# ---- apb_bridge ----
Figure 1. Routed metal, one color a layer (apb_bridge).
Drawn at 4 px/µm. Only two layers are drawn.
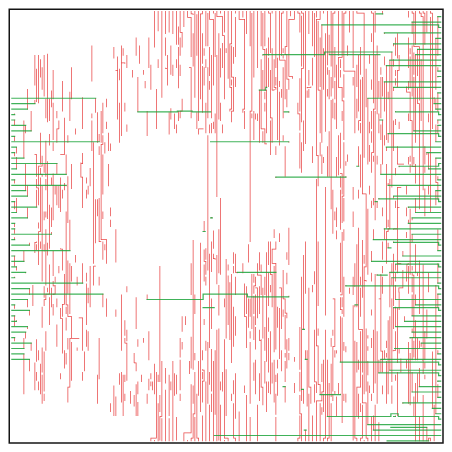
Figure 2. Ports around the boundary (apb_bridge).
Drawn at 4 px/µm. Pins as bars across the die edge, other pins in gray.
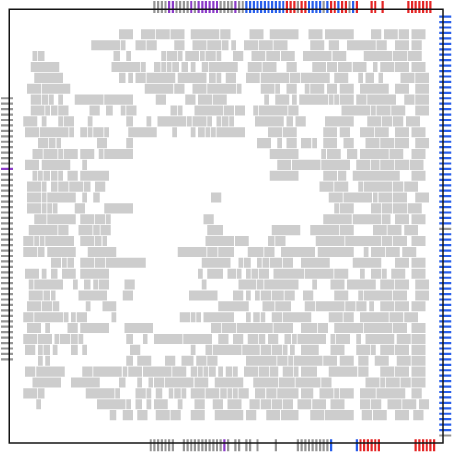
### src/rtl/apb_pkg.sv
// Shared types and default configuration for the APB bridge.
package apb_pkg;

  localparam int unsigned IDX_W           = 4;
  localparam int unsigned NUM_SLV_DEF     = 3;
  localparam int unsigned ADDR_W_DEF      = 12;
  localparam int unsigned DATA_W_DEF      = 32;
  localparam int unsigned TIMEOUT_CYC_DEF = 255;

  typedef enum logic [1:0] {
    ST_IDLE,
    ST_SETUP,
    ST_ACCESS,
    ST_DECERR
  } apb_state_t;

endpackage

### src/rtl/apb_addr_decode.sv
// Maps the completer-index field of an address to a one-hot select, or flags
// a decode error when the index names a completer that does not exist.
module apb_addr_decode
  import apb_pkg::*;
#(
  parameter int unsigned NUM_SLV = NUM_SLV_DEF
) (
  input  logic [IDX_W-1:0]   addr_idx_i,
  output logic [NUM_SLV-1:0] sel_o,
  output logic               dec_err_o
);

  always_comb begin
    sel_o     = '0;
    dec_err_o = 1'b1;
    if (32'(addr_idx_i) < NUM_SLV) begin
      sel_o     = NUM_SLV'(1) << addr_idx_i;
      dec_err_o = 1'b0;
    end
  end

endmodule

### src/rtl/apb_bridge.sv
// CPU request/response to APB requester bridge for NUM_SLV completers.
// Define APB_TIMEOUT_EN to abort ACCESS phases that exceed TIMEOUT_CYC cycles.
module apb_bridge
  import apb_pkg::*;
#(
  parameter int unsigned NUM_SLV     = NUM_SLV_DEF,
  parameter int unsigned ADDR_W      = ADDR_W_DEF,
  parameter int unsigned DATA_W      = DATA_W_DEF,
  parameter int unsigned TIMEOUT_CYC = TIMEOUT_CYC_DEF
) (
  input  logic                      pclk,
  input  logic                      preset,
  input  logic                      req_valid,
  output logic                      req_ready,
  input  logic                      req_write,
  input  logic [ADDR_W-1:0]         req_addr,
  input  logic [DATA_W-1:0]         req_wdata,
  input  logic [DATA_W/8-1:0]       req_strb,
  output logic                      rsp_valid,
  output logic [DATA_W-1:0]         rsp_rdata,
  output logic                      rsp_err,
  output logic [NUM_SLV-1:0]        psel,
  output logic                      penable,
  output logic                      pwrite,
  output logic [ADDR_W-1:0]         paddr,
  output logic [DATA_W-1:0]         pwdata,
  output logic [DATA_W/8-1:0]       pstrb,
  input  logic [NUM_SLV-1:0]        pready,
  input  logic [NUM_SLV-1:0]        pslverr,
  input  logic [NUM_SLV*DATA_W-1:0] prdata
);

  localparam int unsigned STRB_W = DATA_W / 8;

  apb_state_t          state_q, state_d;
  logic [NUM_SLV-1:0]  psel_q, psel_d;
  logic                penable_q, penable_d;
  logic                pwrite_q, pwrite_d;
  logic [ADDR_W-1:0]   paddr_q, paddr_d;
  logic [DATA_W-1:0]   pwdata_q, pwdata_d;
  logic [STRB_W-1:0]   pstrb_q, pstrb_d;
  logic                rsp_valid_q, rsp_valid_d;
  logic                rsp_err_q, rsp_err_d;
  logic [DATA_W-1:0]   rsp_rdata_q, rsp_rdata_d;
  logic                req_ready_c;
  logic [NUM_SLV-1:0]  dec_sel;
  logic                dec_err;
  logic                sel_ready;
  logic                sel_err;
  logic [DATA_W-1:0]   sel_rdata;

`ifdef APB_TIMEOUT_EN
  localparam int unsigned TMO_W =
    ($clog2(TIMEOUT_CYC + 1) > 8) ? $clog2(TIMEOUT_CYC + 1) : 8;
  logic [TMO_W-1:0] tmo_q, tmo_d;
`else
  // TIMEOUT_CYC has no effect without the timeout counter.
  if (TIMEOUT_CYC == 0) begin : g_no_timeout
  end
`endif

  apb_addr_decode #(
    .NUM_SLV (NUM_SLV)
  ) u_decode (
    .addr_idx_i (req_addr[ADDR_W-1 -: IDX_W]),
    .sel_o      (dec_sel),
    .dec_err_o  (dec_err)
  );

  // psel_q is one-hot and stable in ACCESS, so it masks out unselected completers.
  assign sel_ready = |(pready & psel_q);
  assign sel_err   = |(pslverr & psel_q);

  always_comb begin
    sel_rdata = '0;
    for (int unsigned i = 0; i < NUM_SLV; i++) begin
      if (psel_q[i]) sel_rdata = sel_rdata | prdata[i*DATA_W +: DATA_W];
    end
  end

  always_comb begin
    state_d     = state_q;
    psel_d      = psel_q;
    penable_d   = penable_q;
    pwrite_d    = pwrite_q;
    paddr_d     = paddr_q;
    pwdata_d    = pwdata_q;
    pstrb_d     = pstrb_q;
    rsp_valid_d = 1'b0;
    rsp_err_d   = 1'b0;
    rsp_rdata_d = '0;
    req_ready_c = 1'b0;
`ifdef APB_TIMEOUT_EN
    tmo_d       = tmo_q;
`endif

    case (state_q)
      ST_IDLE: req_ready_c = 1'b1;
      ST_SETUP: begin
        state_d   = ST_ACCESS;
        penable_d = 1'b1;
`ifdef APB_TIMEOUT_EN
        tmo_d     = '0;
`endif
      end
      ST_ACCESS: begin
        if (sel_ready) begin
          req_ready_c = 1'b1;
          state_d     = ST_IDLE;
          psel_d      = '0;
          penable_d   = 1'b0;
          rsp_valid_d = 1'b1;
          rsp_err_d   = sel_err;
          rsp_rdata_d = pwrite_q ? '0 : sel_rdata;
        end
`ifdef APB_TIMEOUT_EN
        else if (tmo_q == TMO_W'(TIMEOUT_CYC - 1)) begin
          state_d     = ST_IDLE;
          psel_d      = '0;
          penable_d   = 1'b0;
          rsp_valid_d = 1'b1;
          rsp_err_d   = 1'b1;
        end else begin
          tmo_d = tmo_q + TMO_W'(1);
        end
`endif
      end
      ST_DECERR: begin
        state_d     = ST_IDLE;
        rsp_valid_d = 1'b1;
        rsp_err_d   = 1'b1;
      end
      default: state_d = ST_IDLE;
    endcase

    if (preset) req_ready_c = 1'b0;

    // Acceptance overrides the IDLE return so back-to-back requests skip IDLE.
    if (req_ready_c && req_valid) begin
      paddr_d   = req_addr;
      pwrite_d  = req_write;
      pwdata_d  = req_wdata;
      pstrb_d   = req_write ? req_strb : '0;
      penable_d = 1'b0;
      if (dec_err) begin
        state_d = ST_DECERR;
        psel_d  = '0;
      end else begin
        state_d = ST_SETUP;
        psel_d  = dec_sel;
      end
    end
  end

  always_ff @(posedge pclk) begin
    if (preset) begin
      state_q     <= ST_IDLE;
      psel_q      <= '0;
      penable_q   <= 1'b0;
      pwrite_q    <= 1'b0;
      paddr_q     <= '0;
      pwdata_q    <= '0;
      pstrb_q     <= '0;
      rsp_valid_q <= 1'b0;
      rsp_err_q   <= 1'b0;
      rsp_rdata_q <= '0;
`ifdef APB_TIMEOUT_EN
      tmo_q       <= '0;
`endif
    end else begin
      state_q     <= state_d;
      psel_q      <= psel_d;
      penable_q   <= penable_d;
      pwrite_q    <= pwrite_d;
      paddr_q     <= paddr_d;
      pwdata_q    <= pwdata_d;
      pstrb_q     <= pstrb_d;
      rsp_valid_q <= rsp_valid_d;
      rsp_err_q   <= rsp_err_d;
      rsp_rdata_q <= rsp_rdata_d;
`ifdef APB_TIMEOUT_EN
      tmo_q       <= tmo_d;
`endif
    end
  end

  assign req_ready = req_ready_c;
  assign rsp_valid = rsp_valid_q;
  assign rsp_err   = rsp_err_q;
  assign rsp_rdata = rsp_rdata_q;
  assign psel      = psel_q;
  assign penable   = penable_q;
  assign pwrite    = pwrite_q;
  assign paddr     = paddr_q;
  assign pwdata    = pwdata_q;
  assign pstrb     = pstrb_q;

endmodule

### config.mk
export PLATFORM = sky130hd
export DESIGN_NAME = apb_bridge
export DESIGN_NICKNAME = d
export VERILOG_FILES = /design/src/rtl/apb_pkg.sv /design/src/rtl/apb_addr_decode.sv /design/src/rtl/apb_bridge.sv
export SDC_FILE = /design/constraint.sdc
export NUM_CORES = 1
export LEC_CHECK = 0
export CORE_MARGIN = 3
export CORE_UTILIZATION = 32
export CTS_BUF_LIST = sky130_fd_sc_hd__clkbuf_4
export DETAILED_ROUTE_END_ITERATION = 7
export MAX_ROUTING_LAYER = met4
export PLACE_DENSITY = 0.79
export SLEW_MARGIN = 25
export SYNTH_ARGS = -nofsm -noshare
export SYNTH_HDL_FRONTEND = slang
export SYNTH_SLANG_ARGS = --single-unit
### constraint.sdc
create_clock -name pclk -period 1.7 [get_ports pclk]
set_input_delay 0.425 -clock pclk [delete_from_list [all_inputs] [get_ports pclk]]
set_output_delay 0.425 -clock pclk [all_outputs]
set_load 0.05 [all_outputs]
==> results.yml <==
# physical design summary
floorplanning:
  die_x_um: 108
  die_area_um2: 11700
  io-pin-count: 242
synth:
  aoi_share_pct: 20.2
  synth_top_cell_by_area: "dfxtp_1"
  ys_warn_count: 0
  ys_top_logic_family: "AND-OR/OR-AND gates"
  top_area_share_pct: 53.4
  yosys_cells: 378
  simple_gate_share_pct: 19.3
  xor_area_share_pct: 0
detailed_routing:
  drc_errors: 0
  vias: 3807
finish:
  nets: 787
  postLayoutCellArea_um2: 6190
critical_path:
  crit_arrival_ns: 1.78
clock_network:
  root_buffer: "clkbuf_4"
status:
  failed_checks: "setup timing"
  status: "finished, violations left"
timing:
  maxSlewViolCount: 0
  setup_slack_ns: -0.505
  setup_viol: 2
hold_path:
  min_to: "rsp_valid"
## Picture notes: Figure 1
legend:
  green:
    layer: M3
    wire_length: 1190 µm
  red:
    layer: M2
    wire_length: 6820 µm

## Picture notes: Figure 2
legend:
  red:
    port: rsp_rdata
    pins: 32
    direction: output
    edge: 20 north, 12 south
  purple:
    port: req_addr
    pins: 12
    direction: input
    edge: 10 north, 1 west, 1 south
  blue:
    port: prdata
    pins: 96
    direction: input
    edge: 76 east, 18 north, 2 south
all pins by edge: 78 east, 66 north, 49 south, 49 west

[where the power goes]
group          internal [mW]  switching (mW)  total, mW
sequential              2.28           0.109       2.39
clock                  0.319           0.682       1.00
combinational           1.02            1.34       2.36
total                   3.62            2.13       5.76
[layout make-up]
type                            instances  area, µm²  share of cell area, %
Timing Repair Buffer                  275       2670                   43.1
Clock inverter                          5       22.5                  0.364
Clock buffer                           11       82.6                   1.33
Inverter                                5       18.8                  0.303
Antenna cell                            1       2.50                 0.0404
Sequential cell                        89       1790                   29.0
Multi-Input combinational cell        250       1430                   23.2
Tap cell                              133        166                   2.69
[through the flow]
step           worst slack, ns  utilization [%]
6_report                -0.505             62.2
5_1_grt                 -0.590             62.2
4_1_cts                 -0.551             60.6
3_5_place_dp            -0.570             58.2
3_3_place_gp            -0.521             58.2
2_1_floorplan           -0.168                -
[worst max-delay path, cell delays in order (launching register included)]
cell and delay (ns):
dfxtp_4 0.37, a222oi_1 0.41, and2b_1 0.25, nor2_2 0.12, nor2_4 0.06, buf_8 0.14
[layer usage]
metal	global-route usage, %	up-vias	part of all wire, %
li1	-	1840	-
met1	21.2	1781	37
met2	37.9	158	52
met3	6.99	28	9.0
met4	9.83	0	2.7
met5	-	-	0

# ---- audio_dac_serializer_flat ----
<file path="src/rtl/audio_pkg.sv">
// Shared audio types and I2S frame geometry, also used by the sound generator output.
package audio_pkg;
  localparam int SAMPLE_W    = 24;
  localparam int SLOT_W      = 32;
  localparam int FRAME_BCLKS = 2 * SLOT_W;
  localparam int BIT_CNT_W   = $clog2(FRAME_BCLKS);
  localparam int IDX_W       = $clog2(SAMPLE_W);

  typedef logic signed [SAMPLE_W-1:0] sample_t;
  typedef logic [BIT_CNT_W-1:0]       bit_cnt_t;
  typedef logic [BIT_CNT_W-2:0]       slot_pos_t;

  // Serial bit for slot position p: MSB at p=1, zero padding at p=0 and beyond the sample.
  function automatic logic slot_bit(sample_t s, slot_pos_t p);
    int pos;
    logic [IDX_W-1:0] idx;
    pos      = int'(p);
    idx      = '0;
    slot_bit = 1'b0;
    if (pos >= 1 && pos <= SAMPLE_W) begin
      idx      = IDX_W'(SAMPLE_W - pos);
      slot_bit = s[idx];
    end
  endfunction
endpackage

</file>
<file path="src/rtl/audio_dac_serializer_if.sv">
// Pull-style sample handshake between the sound generator and the DAC serializer.
interface audio_dac_serializer_if;
  import audio_pkg::*;

  sample_t sample_in;
  logic    sample_valid;
  logic    sample_ready;

  modport master (output sample_in, output sample_valid, input sample_ready);
  modport slave  (input sample_in, input sample_valid, output sample_ready);
endinterface

</file>
<file path="src/rtl/bclk_gen.sv">
// Bit-clock divider: registered BCLK plus single-cycle strobes ahead of each edge.
module bclk_gen #(
  parameter int HALF = 8
) (
  input  logic clk,
  input  logic resetn,
  output logic bclk,
  output logic fall_evt,
  output logic rise_evt
);
  localparam int CNT_W = $clog2(HALF);
  localparam logic [CNT_W-1:0] LAST = CNT_W'(HALF - 1);

  logic [CNT_W-1:0] div_cnt_q, div_cnt_d;
  logic             bclk_q, bclk_d;
  logic             last;

  always_comb begin
    last      = (div_cnt_q == LAST);
    div_cnt_d = last ? '0 : div_cnt_q + 1'b1;
    bclk_d    = last ? ~bclk_q : bclk_q;
  end

  always_ff @(posedge clk) begin
    if (!resetn) begin
      div_cnt_q <= '0;
      bclk_q    <= 1'b0;
    end else begin
      div_cnt_q <= div_cnt_d;
      bclk_q    <= bclk_d;
    end
  end

  assign bclk     = bclk_q;
  assign fall_evt = last & bclk_q;
  assign rise_evt = last & ~bclk_q;
endmodule

</file>
<file path="src/rtl/audio_dac_serializer.sv">
// Mono-to-I2S serializer: pulls one sample per 64-BCLK frame and sends it in both slots.
module audio_dac_serializer
  import audio_pkg::*;
#(
  parameter int BCLK_HALF = 8
) (
  input  logic                   clk,
  input  logic                   resetn,
  audio_dac_serializer_if.slave  smp_if,
  output logic                   underrun,
  input  logic                   underrun_clr,
  output logic                   aud_bclk,
  output logic                   aud_daclrck,
  output logic                   aud_dacdat
);
  logic     fall_evt;
  logic     bclk_rise_unused;
  logic     frame_start;
  bit_cnt_t bit_cnt_q, bit_cnt_d;
  sample_t  hold_q, hold_d;
  logic     lrck_q, lrck_d;
  logic     dat_q, dat_d;
  logic     underrun_q, underrun_d;

  // Rising strobe is left for a future capture path.
  bclk_gen #(.HALF(BCLK_HALF)) u_bclk_gen (
    .clk      (clk),
    .resetn   (resetn),
    .bclk     (aud_bclk),
    .fall_evt (fall_evt),
    .rise_evt (bclk_rise_unused)
  );

  always_comb begin
    bit_cnt_d  = bit_cnt_q;
    lrck_d     = lrck_q;
    dat_d      = dat_q;
    hold_d     = hold_q;
    underrun_d = underrun_q;
    // Gated by resetn so no pull strobe escapes while the line is being reset.
    frame_start = resetn && fall_evt && (bit_cnt_q == bit_cnt_t'(FRAME_BCLKS - 1));

    if (fall_evt) begin
      bit_cnt_d = bit_cnt_q + 1'b1;
      lrck_d    = bit_cnt_d[BIT_CNT_W-1];
      dat_d     = slot_bit(hold_q, bit_cnt_d[BIT_CNT_W-2:0]);
    end

    if (frame_start && smp_if.sample_valid) begin
      hold_d = smp_if.sample_in;
    end

    if (frame_start && !smp_if.sample_valid) begin
      underrun_d = 1'b1;
    end else if (underrun_clr) begin
      underrun_d = 1'b0;
    end
  end

  always_ff @(posedge clk) begin
    if (!resetn) begin
      bit_cnt_q  <= '1;
      hold_q     <= '0;
      lrck_q     <= 1'b0;
      dat_q      <= 1'b0;
      underrun_q <= 1'b0;
    end else begin
      bit_cnt_q  <= bit_cnt_d;
      hold_q     <= hold_d;
      lrck_q     <= lrck_d;
      dat_q      <= dat_d;
      underrun_q <= underrun_d;
    end
  end

  assign smp_if.sample_ready = frame_start;
  assign underrun            = underrun_q;
  assign aud_daclrck         = lrck_q;
  assign aud_dacdat          = dat_q;
endmodule

</file>
<file path="src/flat_wrapper.sv">
// flat-port wrapper written by rule: the top's interface ports become plain ports
module audio_dac_serializer_flat import audio_pkg::*;
#(
  parameter int BCLK_HALF = 8
)
  (clk, resetn, underrun, underrun_clr, aud_bclk, aud_daclrck, aud_dacdat, smp_if_sample_in, smp_if_sample_valid, smp_if_sample_ready);
  audio_dac_serializer_if smp_if_i ();
  input  logic clk;
  input  logic resetn;
  output logic underrun;
  input  logic underrun_clr;
  output logic aud_bclk;
  output logic aud_daclrck;
  output logic aud_dacdat;
  input wire logic [$bits(smp_if_i.sample_in)-1:0] smp_if_sample_in;
  input wire logic [$bits(smp_if_i.sample_valid)-1:0] smp_if_sample_valid;
  output wire logic [$bits(smp_if_i.sample_ready)-1:0] smp_if_sample_ready;
  assign smp_if_i.sample_in = smp_if_sample_in;
  assign smp_if_i.sample_valid = smp_if_sample_valid;
  assign smp_if_sample_ready = smp_if_i.sample_ready;
  audio_dac_serializer #(.BCLK_HALF(BCLK_HALF)) u_core (.clk(clk), .resetn(resetn), .smp_if(smp_if_i), .underrun(underrun), .underrun_clr(underrun_clr), .aud_bclk(aud_bclk), .aud_daclrck(aud_daclrck), .aud_dacdat(aud_dacdat));
endmodule
</file>
<file path="config.mk">
export PLATFORM = sky130hd
export DESIGN_NAME = audio_dac_serializer_flat
export DESIGN_NICKNAME = d
export VERILOG_FILES = /design/src/rtl/audio_pkg.sv /design/src/rtl/audio_dac_serializer_if.sv /design/src/rtl/bclk_gen.sv /design/src/rtl/audio_dac_serializer.sv /design/src/flat_wrapper.sv
export SDC_FILE = /design/constraint.sdc
export NUM_CORES = 1
export LEC_CHECK = 0
export CAP_MARGIN = 20
export CORE_AREA = 2 2 64 66
export DETAILED_ROUTE_END_ITERATION = 10
export DIE_AREA = 0 0 66 68
export GPL_TIMING_DRIVEN = 1
export PLACE_DENSITY = 0.76
export SETUP_SLACK_MARGIN = 0.2
export SLEW_MARGIN = 20
export SYNTH_ARGS = -nofsm -noshare
export SYNTH_HDL_FRONTEND = slang
export SYNTH_HIERARCHICAL = 1
export SYNTH_SLANG_ARGS = --single-unit
export TNS_END_PERCENT = 100
</file>
<file path="constraint.sdc">
create_clock -name clk -period 2.4 [get_ports clk]
set_input_delay 0.6 -clock clk [delete_from_list [all_inputs] [get_ports clk]]
set_output_delay 0.6 -clock clk [all_outputs]
set_load 0.01 [all_outputs]
</file>
==> results.yml <==
# physical design summary
clock_network:
  post_cts_resized: 11
  cts_max_path_buffers: 2
  post-cts-setup-buffers: 0
critical_path:
  cp-start-kind: "input port"
  crit_path_end: "smp_if_sample_ready"
  end_kind: "output pin"
  reg2reg_from: "u_core/bit_cnt_q[0]"
  cp-startpoint: "resetn"
  crit_cells: 4
finish:
  drive_gt1_share_pct: 16.0
  fill_cells: 345
  postLayoutCellArea_um2: 2440
  antenna_cells: 0
synth:
  yosys_area_um2: 1890
  async_flop_share_pct: 0
  synth_top_cell_by_area: "dfxtp_1"
  aoi_share_pct: 16.3
  yosys_cells: 213
grt:
  gr-max-usage-layer: "met2"
detailed_routing:
  drc_errors: 0
power_and_ir_drop:
  pwr-share-comb_pct: 6.1
  clockNetworkPower_mw: 0.556
status:
  status: "completed"
hold_path:
  min_to: "u_core/u_bclk_gen/div_cnt_q[0]"
floorplanning:
  die_x_um: 66
[worst reg2reg max path: stages (launching register included)]
cell      delay [ns]
dfxtp_2         0.36
inv_1           0.09
ha_4            0.26
and4bb_1        0.26
a211oi_1        0.06
or3_4           0.35
a22o_1          0.24
a31o_1          0.23
a31oi_1         0.16
[through the flow]
| stage | power [mW] | instances | hold slack, ns | setup WS [ns] | setup TNS, ns |
|---|---|---|---|---|---|
| 6_report | 1.25 | 300 | 0.442 | 0.240 | 0 |
| 5_1_grt | 1.30 | 300 | 0.457 | 0.175 | 0 |
| 4_1_cts | 1.27 | 300 | 0.446 | 0.207 | 0 |
| 3_5_place_dp | 0.708 | 292 | 0.426 | -0.183 | -0.183 |
| 3_3_place_gp | 0.707 | 292 | 0.418 | -0.196 | -0.196 |
| 2_1_floorplan | 0.655 | 213 | 0.403 | 0.298 | 0 |
[final cells by class]
type                            count  area [µm²]  share of cell area, %
Multi-Input combinational cell    155        1070                   44.0
Sequential cell                    37         743                   30.5
Timing Repair Buffer               48         435                   17.9
Clock buffer                        7        86.3                   3.54
Tap cell                           50        62.6                   2.57
Clock inverter                      1        30.0                   1.23
Inverter                            2        7.51                  0.308
Figure 3. Ports around the boundary (audio_dac_serializer_flat).
Drawn at 6 px/µm. Pins as bars across the die edge, other pins in gray.
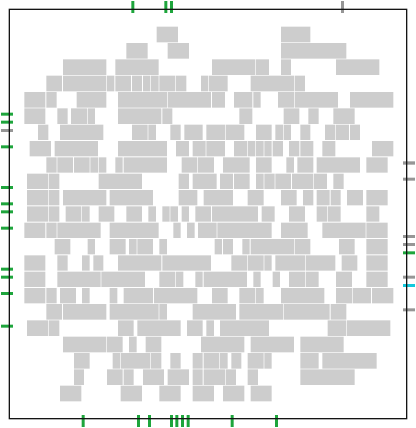
legend:
  green:
    port: smp_if_sample_in
    pins: 24
    direction: input
    edge: 11 west, 9 south, 3 north, 1 east
  cyan:
    port: smp_if_sample_valid
    pins: 1
    direction: input
    edge: east
all pins by edge: 12 west, 9 south, 8 east, 4 north

Figure 4. Sizing map (audio_dac_serializer_flat).
Drawn at 6 px/µm.
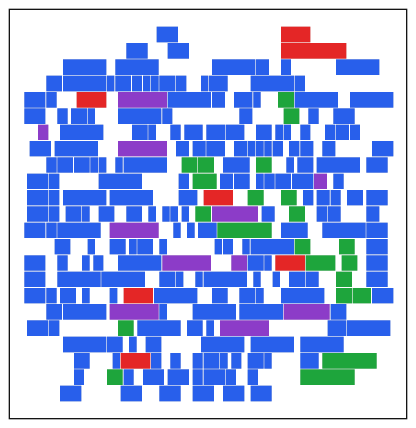
legend:
  green:
    size: x3 and x4
    cells: 22
    share: 8.8%
    most_used: buf_4
  blue:
    size: x1 and smaller
    cells: 210
    share: 84%
    most_used: nand2_1
  red:
    size: x6 and larger
    cells: 7
    share: 2.8%
    most_used: clkbuf_8
  purple:
    size: x2
    cells: 11
    share: 4.4%
    most_used: mux4_2

Figure 5. I/O nets highlighted (audio_dac_serializer_flat).
Drawn at 4 px/µm.
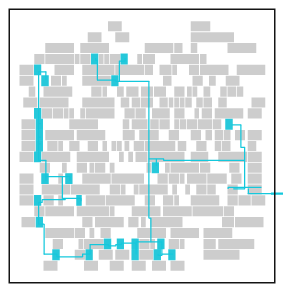
legend:
  cyan:
    port: smp_if_sample_valid
    bits: 1
    direction: input
    edge: east
    end_cells: 26
    buffers: 2
    wire: 250 µm


# ---- csr_access_ctrl ----
Figure 6. I/O nets highlighted (csr_access_ctrl).
Drawn at 2 px/µm.
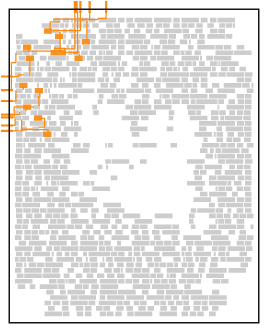
Figure 7. Ports around the boundary (csr_access_ctrl).
Drawn at 3 px/µm. Pins as bars across the die edge, other pins in gray.
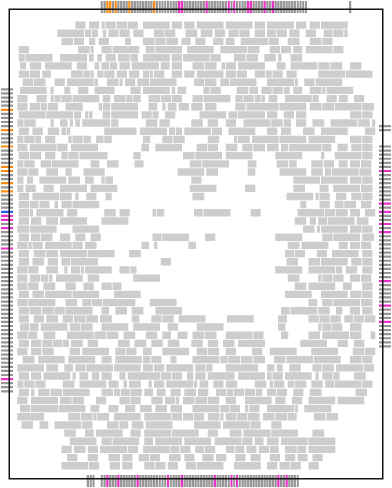
`config.mk`:
```
export PLATFORM = sky130hd
export DESIGN_NAME = csr_access_ctrl
export DESIGN_NICKNAME = d
export VERILOG_FILES = /design/src/rtl/csr_access_ctrl.sv
export SDC_FILE = /design/constraint.sdc
export NUM_CORES = 1
export LEC_CHECK = 0
export ABC_CLOCK_PERIOD_IN_PS = 8700
export CORE_AREA = 2 2 122 154
export CTS_BUF_LIST = sky130_fd_sc_hd__clkbuf_4
export DETAILED_ROUTE_END_ITERATION = 7
export DIE_AREA = 0 0 124 156
export MAX_ROUTING_LAYER = met4
export PLACE_DENSITY = 0.91
export SLEW_MARGIN = 30
export SYNTH_ARGS = -nofsm -noshare
export SYNTH_HDL_FRONTEND = slang
export SYNTH_SLANG_ARGS = --single-unit
```
`constraint.sdc`:
```
create_clock -name clk -period 8.7 [get_ports clk]
set_clock_uncertainty 0.05 [all_clocks]
set_input_delay 1.74 -clock clk [delete_from_list [all_inputs] [get_ports clk]]
set_output_delay 1.74 -clock clk [all_outputs]
set_load 0.03 [all_outputs]
```
`src/rtl/csr_access_ctrl.sv`:
```
`default_nettype none
// ============================================================================
// Module      : csr_access_ctrl
// Description : Sequencer between the execute stage and the CSR register file.
//               It turns Zicsr instructions into atomic read-modify-write
//               operations and arbitrates the single CSR port against the
//               hardware trap-entry sequence, which writes mepc and mcause
//               and fetches mtvec.
// Revision    : 1.0 - initial release
// ============================================================================
module csr_access_ctrl #(
    parameter int          CSR_ADDR_LEN = 4,
    parameter logic [11:0] MEPC_ADDR    = 12'h341,
    parameter logic [11:0] MCAUSE_ADDR  = 12'h342,
    parameter logic [11:0] MTVEC_ADDR   = 12'h305
) (
    input  logic        clk,
    input  logic        rst,
    // execute-stage request
    input  logic        req_valid,
    output logic        req_ready,
    input  logic [2:0]  req_funct3,
    input  logic [11:0] req_addr,
    input  logic [31:0] req_rs1_data,
    input  logic [4:0]  req_zimm,
    // response to writeback
    output logic        resp_valid,
    output logic [31:0] resp_rdata,
    output logic        resp_illegal,
    // trap entry
    input  logic        trap_valid,
    input  logic [31:0] trap_pc,
    input  logic [31:0] trap_cause,
    output logic        trap_ack,
    output logic [31:0] trap_vector,
    output logic        busy,
    // register-file port
    output logic        csr_we,
    output logic [11:0] csr_waddr,
    output logic [11:0] csr_raddr,
    output logic [31:0] csr_wdata,
    input  logic [31:0] csr_rdata
);

    localparam logic [1:0] C_IDLE       = 2'd0;
    localparam logic [1:0] C_EXEC       = 2'd1;
    localparam logic [1:0] C_TRAP_EPC   = 2'd2;
    localparam logic [1:0] C_TRAP_CAUSE = 2'd3;

    // The attached file indexes with at most the full 12-bit CSR address.
    generate
        if (CSR_ADDR_LEN < 1 || CSR_ADDR_LEN > 12) begin : g_bad_addr_len
            $error("CSR_ADDR_LEN must be in 1..12");
        end
    endgenerate

    logic [1:0]  r_state;
    logic [2:0]  r_funct3;
    logic [11:0] r_addr;
    logic [31:0] r_operand;
    logic        r_zero_src;
    logic        r_illegal;
    logic [31:0] r_pc;
    logic [31:0] r_cause;
    logic        r_resp_valid;
    logic [31:0] r_resp_rdata;
    logic        r_resp_illegal;
    logic        r_trap_ack;
    logic [31:0] r_trap_vector;

    logic        w_trap_take;
    logic        w_accept;
    logic        w_illegal_req;
    logic [31:0] w_operand_in;
    logic        w_exec_we;
    logic [31:0] w_new_value;
    logic [31:0] w_vector;

    // A trap wins arbitration in IDLE, except in its own ack cycle where the
    // requester has not yet had the chance to drop trap_valid.
    assign w_trap_take   = (r_state == C_IDLE) && trap_valid && !r_trap_ack;
    assign req_ready     = (r_state == C_IDLE) && !w_trap_take;
    assign w_accept      = req_valid && req_ready;
    assign w_illegal_req = (req_funct3 == 3'b000) || (req_funct3 == 3'b100) ||
                           (req_addr[11:8] != 4'h3);
    assign w_operand_in  = req_funct3[2] ? {27'b0, req_zimm} : req_rs1_data;

    // Set/clear forms with a zero source register or immediate must not write;
    // funct3[1] distinguishes set/clear from plain write among legal encodings.
    assign w_exec_we     = !r_illegal && !(r_funct3[1] && r_zero_src);
    assign w_vector      = csr_rdata & 32'hFFFF_FFFC;

    // Read-modify-write value computed from the live register-file read.
    always_comb begin
        w_new_value = r_operand;
        case (r_funct3[1:0])
            2'b10:   w_new_value = csr_rdata | r_operand;
            2'b11:   w_new_value = csr_rdata & ~r_operand;
            default: w_new_value = r_operand;
        endcase
    end

    // Register-file port: only one master, everything zero when idle.
    always_comb begin
        csr_we    = 1'b0;
        csr_waddr = 12'h000;
        csr_wdata = 32'h0;
        csr_raddr = 12'h000;
        case (r_state)
            C_EXEC: begin
                if (!r_illegal) begin
                    csr_raddr = r_addr;
                end
                if (w_exec_we) begin
                    csr_we    = 1'b1;
                    csr_waddr = r_addr;
                    csr_wdata = w_new_value;
                end
            end
            C_TRAP_EPC: begin
                csr_we    = 1'b1;
                csr_waddr = MEPC_ADDR;
                csr_wdata = r_pc;
            end
            C_TRAP_CAUSE: begin
                csr_we    = 1'b1;
                csr_waddr = MCAUSE_ADDR;
                csr_wdata = r_cause;
                csr_raddr = MTVEC_ADDR;
            end
            default: begin
                csr_we = 1'b0;
            end
        endcase
    end

    // Sequencer state, latched request/trap operands and registered outputs.
    always_ff @(posedge clk or posedge rst) begin
        if (rst) begin
            r_state        <= C_IDLE;
            r_funct3       <= 3'b000;
            r_addr         <= 12'h000;
            r_operand      <= 32'h0;
            r_zero_src     <= 1'b0;
            r_illegal      <= 1'b0;
            r_pc           <= 32'h0;
            r_cause        <= 32'h0;
            r_resp_valid   <= 1'b0;
            r_resp_rdata   <= 32'h0;
            r_resp_illegal <= 1'b0;
            r_trap_ack     <= 1'b0;
            r_trap_vector  <= 32'h0;
        end else begin
            r_resp_valid   <= 1'b0;
            r_resp_illegal <= 1'b0;
            r_trap_ack     <= 1'b0;
            case (r_state)
                C_IDLE: begin
                    if (w_trap_take) begin
                        r_pc    <= trap_pc;
                        r_cause <= trap_cause;
                        r_state <= C_TRAP_EPC;
                    end else if (w_accept) begin
                        r_funct3   <= req_funct3;
                        r_addr     <= req_addr;
                        r_operand  <= w_operand_in;
                        r_zero_src <= (req_zimm == 5'd0);
                        r_illegal  <= w_illegal_req;
                        r_state    <= C_EXEC;
                    end
                end
                C_EXEC: begin
                    r_resp_valid   <= 1'b1;
                    r_resp_illegal <= r_illegal;
                    r_resp_rdata   <= r_illegal ? 32'h0 : csr_rdata;
                    r_state        <= C_IDLE;
                end
                C_TRAP_EPC: begin
                    r_state <= C_TRAP_CAUSE;
                end
                C_TRAP_CAUSE: begin
                    r_trap_ack    <= 1'b1;
                    r_trap_vector <= w_vector;
                    r_state       <= C_IDLE;
                end
                default: begin
                    r_state <= C_IDLE;
                end
            endcase
        end
    end

    assign resp_valid   = r_resp_valid;
    assign resp_rdata   = r_resp_rdata;
    assign resp_illegal = r_resp_illegal;
    assign trap_ack     = r_trap_ack;
    assign trap_vector  = r_trap_vector;
    assign busy         = (r_state != C_IDLE);

endmodule
`default_nettype wire

```
==> results.yml <==
# physical design summary
status:
  status: "completed"
power_and_ir_drop:
  peakVddDrop_mv: 0.329
  p_int_mw: 2.50
  netSwitchingPower_mw: 1.58
  clockPowerShare_pct: 14.7
  clockNetworkPower_mw: 0.599
  p_seq_mw: 1.40
clock_network:
  cts_made_buffers: 17
  cts_tree: "built"
  ctsHtreeMaxLevel: 4
floorplanning:
  rows: 55
  fp_util_pct: 46.2
timing:
  post-route-period-util_pct: 60.0
  tightest_slew_ns: 0.930
  max_freq_mhz: 192
finish:
  area_delta_synth_final_pct: 39.6
  seq_share_pct: 38.9
  lay_top_count: "clkdlybuf4s50_1"
  buffers: 286
  fill_cells: 1385
synth:
  yosys_cells: 620
  async_flop_share_pct: 100
detailed_routing:
  viasPerCell: 5.41
job:
  warnings: 28
critical_path:
  path_class: "in -> out"
hold_path:
  hp-class: "reg -> reg"
Notes on Figure 6 above:
legend:
  orange:
    port: req_addr
    bits: 12
    direction: input
    edge: 7 west, 5 north
    end_cells: 14
    buffers: 12
    wire: 320 µm

Notes on Figure 7 above:
legend:
  blue:
    port: resp_illegal
    pins: 1
    direction: output
    edge: west
  orange:
    port: req_addr
    pins: 12
    direction: input
    edge: 7 west, 5 north
  magenta:
    port: resp_rdata
    pins: 32
    direction: output
    edge: 10 south, 9 north, 8 east, 5 west

kinds of logic after synthesis:
family | share of synthesized area (%)
AOI/OAI and AO/OA | 7.41
and+or+nand+nor | 6.48
muxes | 28.3
buffers and inverters | 3.59
DFF | 54.2
other | 0.0454
stage by stage:
step	setup slack, ns	area (µm²)
floorplan	2.05	8270
global placement	3.47	11100
detailed placement	3.46	11100
CTS	3.46	11500
global route	3.41	11500
finish	3.48	11500
cell usage after synthesis, types with 2 or more instances:
library cell and instances:
nand2_1 40, mux2_2 170, nand3_1 2, nor2_1 7, mux2_1 8, inv_1 6
buf_1 3, clkbuf_1 15, nand2b_1 2, buf_4 3, buf_2 21, and3_1 8
buf_6 7, mux2i_1 33, a21o_1 3, a22o_1 64, dfrtp_1 179, a21oi_1 3
nor2b_1 27, and2_1 11
critical path: stages:
cell and delay (ns):
clkdlybuf4s50_1 0.54, nand2_1 0.07, mux2i_1 0.21, a22o_1 0.19, clkdlybuf4s50_1 0.68
per-layer routing:
metal  up-vias  wire length, µm  track usage [%]  share of wire (%)
met5         -                0                -                  0
met4         0              448             8.56                1.9
met3        28             1260             5.15                5.4
met2       227            12300             42.2                 52
met1      3076             9450             30.0                 40
li1       2724                -                -                  -

# ---- snake_head ----
Figure 8. Routed metal, one color a layer (snake_head).
Drawn at 3 px/µm. Only two layers are drawn.
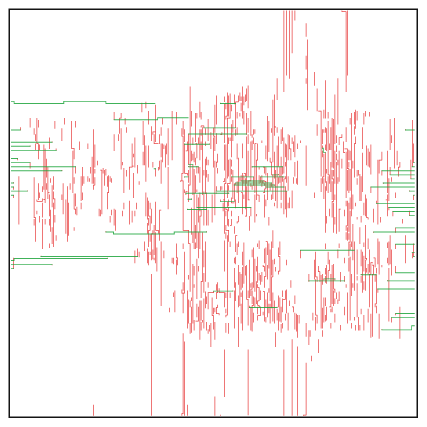
Figure 9. Ports around the boundary (snake_head).
Drawn at 3 px/µm. Pins as bars across the die edge, other pins in gray.
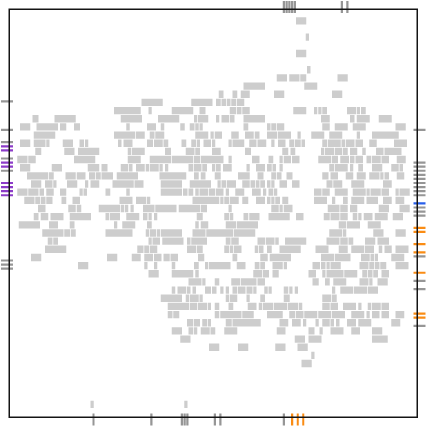
**src/rtl/snake_head.sv**
```systemverilog
// Snake-head controller: steers and steps the head square, flags head pixels for the
// pixel mux, detects apple overlap during scan-out and keeps score.
// Optional build macro SNAKE_WRAP_EN: walls wrap around instead of ending the game.
module snake_head #(
  parameter int unsigned STEP     = 10,
  parameter int unsigned MOVE_DIV = 6,
  parameter int unsigned START_X  = 200,
  parameter int unsigned START_Y  = 300,
  parameter int unsigned X_MIN    = 20,
  parameter int unsigned X_MAX    = 790,
  parameter int unsigned Y_MIN    = 20,
  parameter int unsigned Y_MAX    = 590
) (
  input  logic       clock,
  input  logic       reset,
  input  logic [9:0] pixel_row,
  input  logic [9:0] pixel_column,
  input  logic       vert_sync,
  input  logic       is_apple,
  input  logic       btn_up,
  input  logic       btn_down,
  input  logic       btn_left,
  input  logic       btn_right,
  output logic       got_apple,
  output logic       is_head,
  output logic [9:0] head_x,
  output logic [9:0] head_y,
  output logic [7:0] score,
  output logic       game_over
);

  typedef enum logic [1:0] {StIdle, StRun, StOver} state_e;
  typedef enum logic [1:0] {DirUp, DirDown, DirLeft, DirRight} dir_e;

  // 11-bit copies so bound checks never wrap
  localparam logic [10:0] StepE = 11'(STEP);
  localparam logic [10:0] XMinE = 11'(X_MIN);
  localparam logic [10:0] XMaxE = 11'(X_MAX);
  localparam logic [10:0] YMinE = 11'(Y_MIN);
  localparam logic [10:0] YMaxE = 11'(Y_MAX);
  localparam logic [9:0]  Step10 = 10'(STEP);
  localparam logic [9:0]  XMin10 = 10'(X_MIN);
  localparam logic [9:0]  XMax10 = 10'(X_MAX);
  localparam logic [9:0]  YMin10 = 10'(Y_MIN);
  localparam logic [9:0]  YMax10 = 10'(Y_MAX);
  localparam logic [5:0]  CntLast = 6'(MOVE_DIV - 1);

  state_e     state_q, state_d;
  dir_e       dir_q, dir_d;
  dir_e       req_dir;
  logic       any_btn;
  logic       vsync_q, vsync_qq;
  logic       tick;
  logic [5:0] cnt_q, cnt_d;
  logic [9:0] head_x_q, head_y_q;
  logic [9:0] next_x, next_y;
  logic       wall, blocked;
  logic       step_due;
  logic       hit_q, hit_now, hit_frame;
  logic       got_q;
  logic [7:0] score_q;
  logic [10:0] col_e, row_e, hx_e, hy_e;

  function automatic dir_e reverse_of(input dir_e d);
    unique case (d)
      DirUp:    return DirDown;
      DirDown:  return DirUp;
      DirLeft:  return DirRight;
      default:  return DirLeft;
    endcase
  endfunction

  // Register vert_sync once, then detect its registered falling edge
  always_ff @(posedge clock) begin
    if (reset) begin
      vsync_q  <= 1'b1;
      vsync_qq <= 1'b1;
    end else begin
      vsync_q  <= vert_sync;
      vsync_qq <= vsync_q;
    end
  end

  assign tick = vsync_qq & ~vsync_q;

  // Head square membership of the current scan pixel
  always_comb begin
    col_e   = {1'b0, pixel_column};
    row_e   = {1'b0, pixel_row};
    hx_e    = {1'b0, head_x_q};
    hy_e    = {1'b0, head_y_q};
    is_head = (hx_e <= col_e + 11'd8) && (hx_e >= col_e) &&
              (hy_e <= row_e + 11'd8) && (hy_e >= row_e);
  end

  assign hit_now   = (state_q == StRun) && is_head && is_apple;
  assign hit_frame = hit_q | hit_now;

  // Button decode with fixed priority up > down > left > right
  always_comb begin
    any_btn = btn_up | btn_down | btn_left | btn_right;
    req_dir = DirRight;
    if (btn_up) begin
      req_dir = DirUp;
    end else if (btn_down) begin
      req_dir = DirDown;
    end else if (btn_left) begin
      req_dir = DirLeft;
    end
  end

  // Direction update; the reverse-request filter applies only while running
  always_comb begin
    dir_d = dir_q;
    if (any_btn) begin
      if (state_q == StIdle) begin
        dir_d = req_dir;
      end else if (state_q == StRun && req_dir != reverse_of(dir_q)) begin
        dir_d = req_dir;
      end
    end
  end

  // Frame counter divides ticks down to steps
  always_comb begin
    step_due = (state_q == StRun) && tick && (cnt_q == CntLast);
    cnt_d    = cnt_q;
    if (state_q == StRun && tick) begin
      cnt_d = (cnt_q == CntLast) ? 6'd0 : cnt_q + 6'd1;
    end
  end

  // Candidate next position; on a wall the target is the opposite edge (used only when wrapping)
  always_comb begin
    next_x = head_x_q;
    next_y = head_y_q;
    wall   = 1'b0;
    unique case (dir_q)
      DirUp: begin
        if (hy_e < YMinE + StepE) begin
          wall   = 1'b1;
          next_y = YMax10;
        end else begin
          next_y = head_y_q - Step10;
        end
      end
      DirDown: begin
        if (hy_e + StepE > YMaxE) begin
          wall   = 1'b1;
          next_y = YMin10;
        end else begin
          next_y = head_y_q + Step10;
        end
      end
      DirLeft: begin
        if (hx_e < XMinE + StepE) begin
          wall   = 1'b1;
          next_x = XMax10;
        end else begin
          next_x = head_x_q - Step10;
        end
      end
      default: begin
        if (hx_e + StepE > XMaxE) begin
          wall   = 1'b1;
          next_x = XMin10;
        end else begin
          next_x = head_x_q + Step10;
        end
      end
    endcase
  end

`ifdef SNAKE_WRAP_EN
  assign blocked = 1'b0;
  logic unused_wall;
  assign unused_wall = wall;
`else
  assign blocked = wall;
`endif

  // FSM state register
  always_ff @(posedge clock) begin
    if (reset) begin
      state_q <= StIdle;
    end else begin
      state_q <= state_d;
    end
  end

  // FSM next-state logic
  always_comb begin
    state_d = state_q;
    unique case (state_q)
      StIdle:  if (any_btn) state_d = StRun;
      StRun:   if (step_due && blocked) state_d = StOver;
      StOver:  state_d = StOver;
      default: state_d = StIdle;
    endcase
  end

  // FSM outputs
  always_comb begin
    game_over = (state_q == StOver);
  end

  // Direction, frame counter and head position
  always_ff @(posedge clock) begin
    if (reset) begin
      dir_q    <= DirRight;
      cnt_q    <= 6'd0;
      head_x_q <= 10'(START_X);
      head_y_q <= 10'(START_Y);
    end else begin
      dir_q <= dir_d;
      cnt_q <= cnt_d;
      if (step_due && !blocked) begin
        head_x_q <= next_x;
        head_y_q <= next_y;
      end
    end
  end

  // Hit latch, one-frame got_apple pulse and saturating score
  always_ff @(posedge clock) begin
    if (reset) begin
      hit_q   <= 1'b0;
      got_q   <= 1'b0;
      score_q <= 8'd0;
    end else if (state_q == StOver) begin
      hit_q <= 1'b0;
      if (tick) got_q <= 1'b0;
    end else if (tick) begin
      got_q <= hit_frame;
      hit_q <= 1'b0;
      if (hit_frame && score_q != 8'hff) score_q <= score_q + 8'd1;
    end else if (hit_now) begin
      hit_q <= 1'b1;
    end
  end

  assign head_x    = head_x_q;
  assign head_y    = head_y_q;
  assign got_apple = got_q;
  assign score     = score_q;

endmodule

```
**config.mk**
```make
export PLATFORM = sky130hd
export DESIGN_NAME = snake_head
export DESIGN_NICKNAME = d
export VERILOG_FILES = /design/src/rtl/snake_head.sv
export SDC_FILE = /design/constraint.sdc
export NUM_CORES = 1
export LEC_CHECK = 0
export CAP_MARGIN = 20
export CORE_MARGIN = 2
export CORE_UTILIZATION = 23
export CTS_CLUSTER_DIAMETER = 30
export DETAILED_ROUTE_END_ITERATION = 8
export HOLD_SLACK_MARGIN = 0.05
export SYNTH_ARGS = -nofsm -noshare
export SYNTH_HDL_FRONTEND = slang
export SYNTH_SLANG_ARGS = --single-unit
```
**constraint.sdc**
```tcl
create_clock -name clock -period 5.6 [get_ports clock]
set_input_delay 1.68 -clock clock [delete_from_list [all_inputs] [get_ports clock]]
set_output_delay 1.68 -clock clock [all_outputs]
set_load 0.03 [all_outputs]
```
==> results.yml <==
# physical design summary
status:
  status: "completed"
synth:
  yosys_area_um2: 3980
  netlist_area_um2: 3980
  xor_area_share_pct: 4.40
  edf_count: 0
  ys_types: 75
  top_area_share_pct: 20.1
  topCellsByArea: "dfxtp_1 20%, ha_1 14%, nor2_1 4.9%"
  aoi_share_pct: 28.4
finish:
  finalCoreUtilization_pct: 29.7
grt:
  grtUsageMet1_pct: 17.0
  grt_util_met2_pct: 19.0
  grt_pass1_wl_um: 18400
detailed_routing:
  vias: 4010
  drc_errors: 0
clock_network:
  cts_tree: "built"
critical_path:
  crit_path_end: "is_head"
  crit_cells: 10
  cp_slowest_cell: "clkdlybuf4s50_1"
  cp-start-kind: "input port"
  crit_buf_inv: 3
hold_path:
  hp-class: "reg -> reg"
timing:
  post-route-period-util_pct: 98.1
  setup_viol: 0
  finalClockSkew_ns: 0.00415
power_and_ir_drop:
  p_leak_nw: 1.98
Notes on Figure 8 above:
legend:
  red:
    layer: M2
    wire_length: 4890 µm
  green:
    layer: M3
    wire_length: 681 µm

Notes on Figure 9 above:
legend:
  purple:
    port: score
    pins: 8
    direction: output
    edge: west
  blue:
    port: is_head
    pins: 1
    direction: output
    edge: east
  orange:
    port: pixel_row
    pins: 10
    direction: input
    edge: 7 east, 3 south
all pins by edge: 25 east, 16 west, 11 south, 7 north

layout make-up:
| class | instances | area [µm²] |
|---|---|---|
| clock inverter | 2 | 12.5 |
| clock buffer | 5 | 125 |
| sequential | 40 | 801 |
| multi-input combinational | 415 | 2980 |
| fill | 1831 | 12000 |
| timing repair buffer | 80 | 748 |
| tap | 225 | 282 |
| inverter | 38 | 143 |
state kept, by name, indices dropped and copies added, names as in the netlist:
| register | count |
|---|---|
| score | 8 |
| vsync_q | 1 |
| cnt_q | 6 |
| got_apple | 1 |
| state_q | 2 |
| hit_q | 1 |
| vsync_qq | 1 |
| dir_q | 2 |
| head_x | 9 |
| head_y | 9 |
through the flow:
step                      cells  power (mW)  TNS, ns
after global placement      796       0.658   -0.140
after CTS                   805       0.947        0
after global routing        805        1.00  -0.0300
after detailed placement    796       0.658   -0.172
final                       805       0.937        0
after floorplan             521       0.566        0
where the power goes:
| group | leakage [nW] | switching (mW) | internal [mW] |
|---|---|---|---|
| Sequential | 0.324 | 0.0188 | 0.300 |
| Combinational | 1.59 | 0.202 | 0.141 |
| Clock | 0.0657 | 0.115 | 0.162 |
| Total | 1.98 | 0.335 | 0.602 |

# ---- seg7_scan_driver ----
Figure 10. I/O nets highlighted (seg7_scan_driver).
Drawn at 2 px/µm.
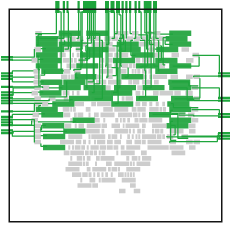
Figure 11. Ports around the boundary (seg7_scan_driver).
Drawn at 4 px/µm. Pins as bars across the die edge, other pins in gray.
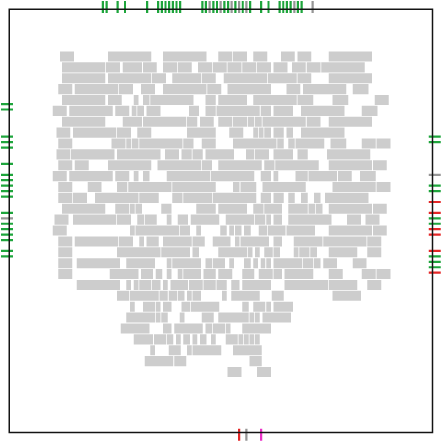
$ cat src/rtl/seg7_scan_driver.sv
// Time-multiplexed scan driver for a 7-digit, 8-segment active-low LED display.
// Optional inter-digit ghost blanking is compiled in with SEG7_SCAN_GHOST_BLANK_EN.
module seg7_scan_driver #(
  parameter int DIV       = 50000,
  parameter int BLANK_CYC = 4
) (
  input  logic        clk,
  input  logic        rst_p,
  input  logic [55:0] disp_reg,
  output logic [6:0]  an,
  output logic [7:0]  seg,
  output logic        frame_start
);

  localparam int               CNT_W      = (DIV > 2) ? $clog2(DIV) : 1;
  localparam logic [CNT_W-1:0] CNT_LAST   = CNT_W'(DIV - 1);
  localparam logic [CNT_W-1:0] BLANK_LIM  = CNT_W'(BLANK_CYC);
  localparam logic [2:0]       DIGIT_LAST = 3'd6;

`ifdef SEG7_SCAN_GHOST_BLANK_EN
  localparam bit BLANK_EN = 1'b1;
`else
  localparam bit BLANK_EN = 1'b0;
`endif

  logic [CNT_W-1:0] cnt_q, cnt_d;
  logic [2:0]       digit_q, digit_d;
  logic [55:0]      frame_q, frame_d;
  logic [6:0]       an_q, an_d;
  logic [7:0]       seg_q, seg_d;
  logic             fs_q, fs_d;

  // Unreachable digit codes select a dark pattern rather than stale data.
  function automatic logic [7:0] byte_sel(input logic [55:0] img, input logic [2:0] idx);
    logic [7:0] b;
    case (idx)
      3'd0:    b = img[7:0];
      3'd1:    b = img[15:8];
      3'd2:    b = img[23:16];
      3'd3:    b = img[31:24];
      3'd4:    b = img[39:32];
      3'd5:    b = img[47:40];
      3'd6:    b = img[55:48];
      default: b = 8'hFF;
    endcase
    return b;
  endfunction

  // Slot/digit sequencing; the image is only re-sampled at the frame wrap.
  always_comb begin
    cnt_d   = cnt_q + 1'b1;
    digit_d = digit_q;
    frame_d = frame_q;
    if (cnt_q == CNT_LAST) begin
      cnt_d = '0;
      if (digit_q == DIGIT_LAST) begin
        digit_d = 3'd0;
        frame_d = disp_reg;
      end else begin
        digit_d = digit_q + 3'd1;
      end
    end
  end

  // Output decode from current state, registered one cycle later.
  always_comb begin
    an_d  = ~(7'b1 << digit_q);
    seg_d = byte_sel(frame_q, digit_q);
    fs_d  = (digit_q == 3'd0) && (cnt_q == '0);
    if (BLANK_EN && (cnt_q < BLANK_LIM)) begin
      an_d  = 7'h7F;
      seg_d = 8'hFF;
    end
  end

  always_ff @(posedge clk) begin
    if (rst_p) begin
      cnt_q   <= '0;
      digit_q <= 3'd0;
      frame_q <= disp_reg;
      an_q    <= 7'h7F;
      seg_q   <= 8'hFF;
      fs_q    <= 1'b0;
    end else begin
      cnt_q   <= cnt_d;
      digit_q <= digit_d;
      frame_q <= frame_d;
      an_q    <= an_d;
      seg_q   <= seg_d;
      fs_q    <= fs_d;
    end
  end

  assign an          = an_q;
  assign seg         = seg_q;
  assign frame_start = fs_q;

endmodule
$ cat config.mk
export PLATFORM = sky130hd
export DESIGN_NAME = seg7_scan_driver
export DESIGN_NICKNAME = d
export VERILOG_FILES = /design/src/rtl/seg7_scan_driver.sv
export SDC_FILE = /design/constraint.sdc
export NUM_CORES = 1
export LEC_CHECK = 0
export CAP_MARGIN = 10
export CORE_MARGIN = 10
export CORE_UTILIZATION = 47
export CTS_BUF_LIST = sky130_fd_sc_hd__clkbuf_8
export CTS_CLUSTER_DIAMETER = 120
export DETAILED_ROUTE_END_ITERATION = 6
export PLACE_DENSITY = 0.81
export SLEW_MARGIN = 20
export SYNTH_ARGS = -nofsm -noshare
export SYNTH_HDL_FRONTEND = slang
export SYNTH_SLANG_ARGS = --single-unit
export TNS_END_PERCENT = 5
$ cat constraint.sdc
create_clock -name clk -period 2.5 [get_ports clk]
set_input_delay 0.375 -clock clk [delete_from_list [all_inputs] [get_ports clk]]
set_output_delay 0.375 -clock clk [all_outputs]
set_load 0.01 [all_outputs]
==> results.yml <==
# physical design summary
status:
  status: "completed"
timing:
  fin_hold_ws_ns: 0.481
  tightest_slew_ns: 0.652
synth:
  yosys_area_um2: 3430
  synth_flops: 91
  synth_top_cell_by_area: "edfxtp_1"
  netlist_area_um2: 3430
  syn_avg_cell_area_um2: 13.4
finish:
  nets: 398
  finalCoreUtilization_pct: 62.9
clock_network:
  clk_pin_slew_ns: 0.08
power_and_ir_drop:
  powerDensity_nw_per_um2: 643
detailed_routing:
  postRouteAntennaNets: 0
  drc_errors: 0
critical_path:
  cp-startpoint: "cnt_q[0]"
  crit_buf_inv: 1
grt:
  gr-usage-met3_pct: 3.23
place:
  post_dp_cell_area_um2: 4320
Notes on Figure 10 above:
legend:
  green:
    port: disp_reg
    bits: 56
    direction: input
    edge: 29 north, 18 west, 9 east
    end_cells: 56
    buffers: 56
    wire: 1800 µm

Notes on Figure 11 above:
legend:
  magenta:
    port: rst_p
    pins: 1
    direction: input
    edge: south
  green:
    port: disp_reg
    pins: 56
    direction: input
    edge: 29 north, 18 west, 9 east
  red:
    port: an
    pins: 7
    direction: output
    edge: 6 east, 1 south
all pins by edge: 36 north, 19 west, 16 east, 3 south

[cell type report]
cell class / instances / area share, %
Timing Repair Buffer: 79 / 17.7
Clock inverter: 7 / 1.66
Sequential cell: 91 / 52.8
Clock buffer: 9 / 2.74
Multi-Input combinational cell: 148 / 21.7
Inverter: 8 / 0.665
Tap cell: 99 / 2.74
[cell families after synthesis]
kind of cell	count (synthesis)	synth area share, %
AOI/OAI and AO/OA	39	6.96
xor gates and xnor gates	14	3.57
adders and majority gates	3	1.09
buffers and inverters	18	2.11
DFF	91	69.4
muxes	16	4.92
and+or+nand+nor	76	11.9
[flip-flops by register name, indices dropped and copies added (netlist names)]
register / cells
frame_start: 1
cnt_q: 16
seg: 8
an: 7
frame_q: 56
digit_q: 3
[power groups by stage]
stage | Clock [mW] | Sequential [mW] | Combinational [mW]
3_5_place_dp | 0 | 1.75 | 0.208
3_3_place_gp | 0 | 1.74 | 0.204
5_1_grt | 1.06 | 1.72 | 0.224
2_1_floorplan | 0 | 1.75 | 0.0621
6_report | 0.982 | 1.71 | 0.206
4_1_cts | 1.00 | 1.71 | 0.209


==> notes/layouts.md <==
Pictures saved along the way, in no particular order.

Sizing map.
(a)
Drawn at 3 px/µm.
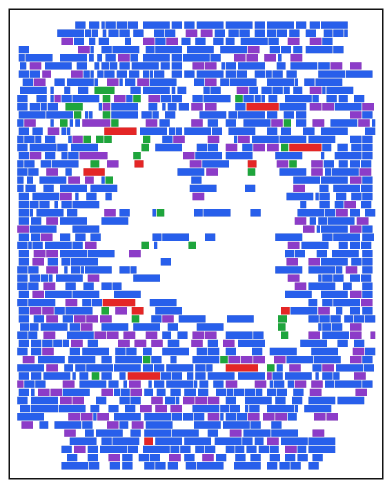
(b)
Drawn at 4 px/µm.
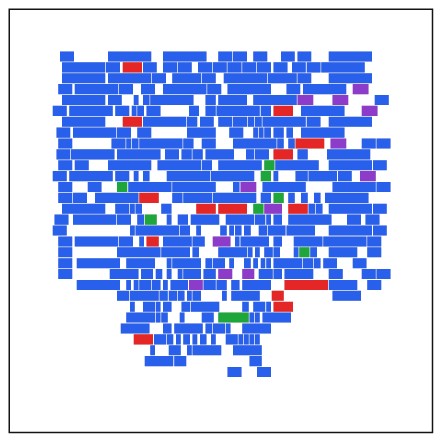
(c)
Drawn at 3 px/µm.
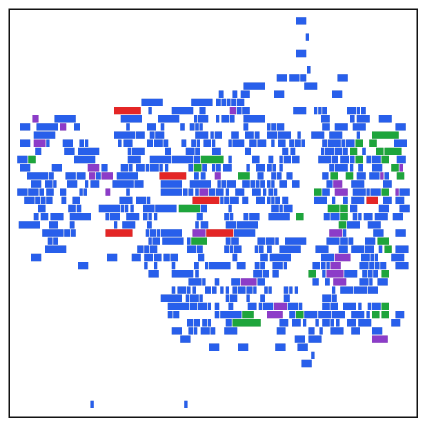
(d)
Drawn at 4 px/µm.
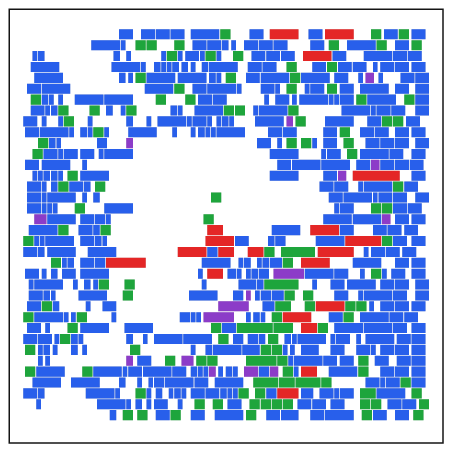
The one with the most cells is (a).
seg7_scan_driver is (b).
csr_access_ctrl is (a).
apb_bridge is (d).
snake_head is (c).

Key to (b):
legend:
  purple:
    size: x2
    cells: 12
    share: 3.5%
    most_used: mux2_2
  blue:
    size: x1 and smaller
    cells: 308
    share: 90%
    most_used: clkdlybuf4s50_1
  red:
    size: x6 and larger
    cells: 14
    share: 4.1%
    most_used: clkbuf_8
  green:
    size: x3 and x4
    cells: 8
    share: 2.3%
    most_used: buf_4

Power and IR drop assume default switching activity.
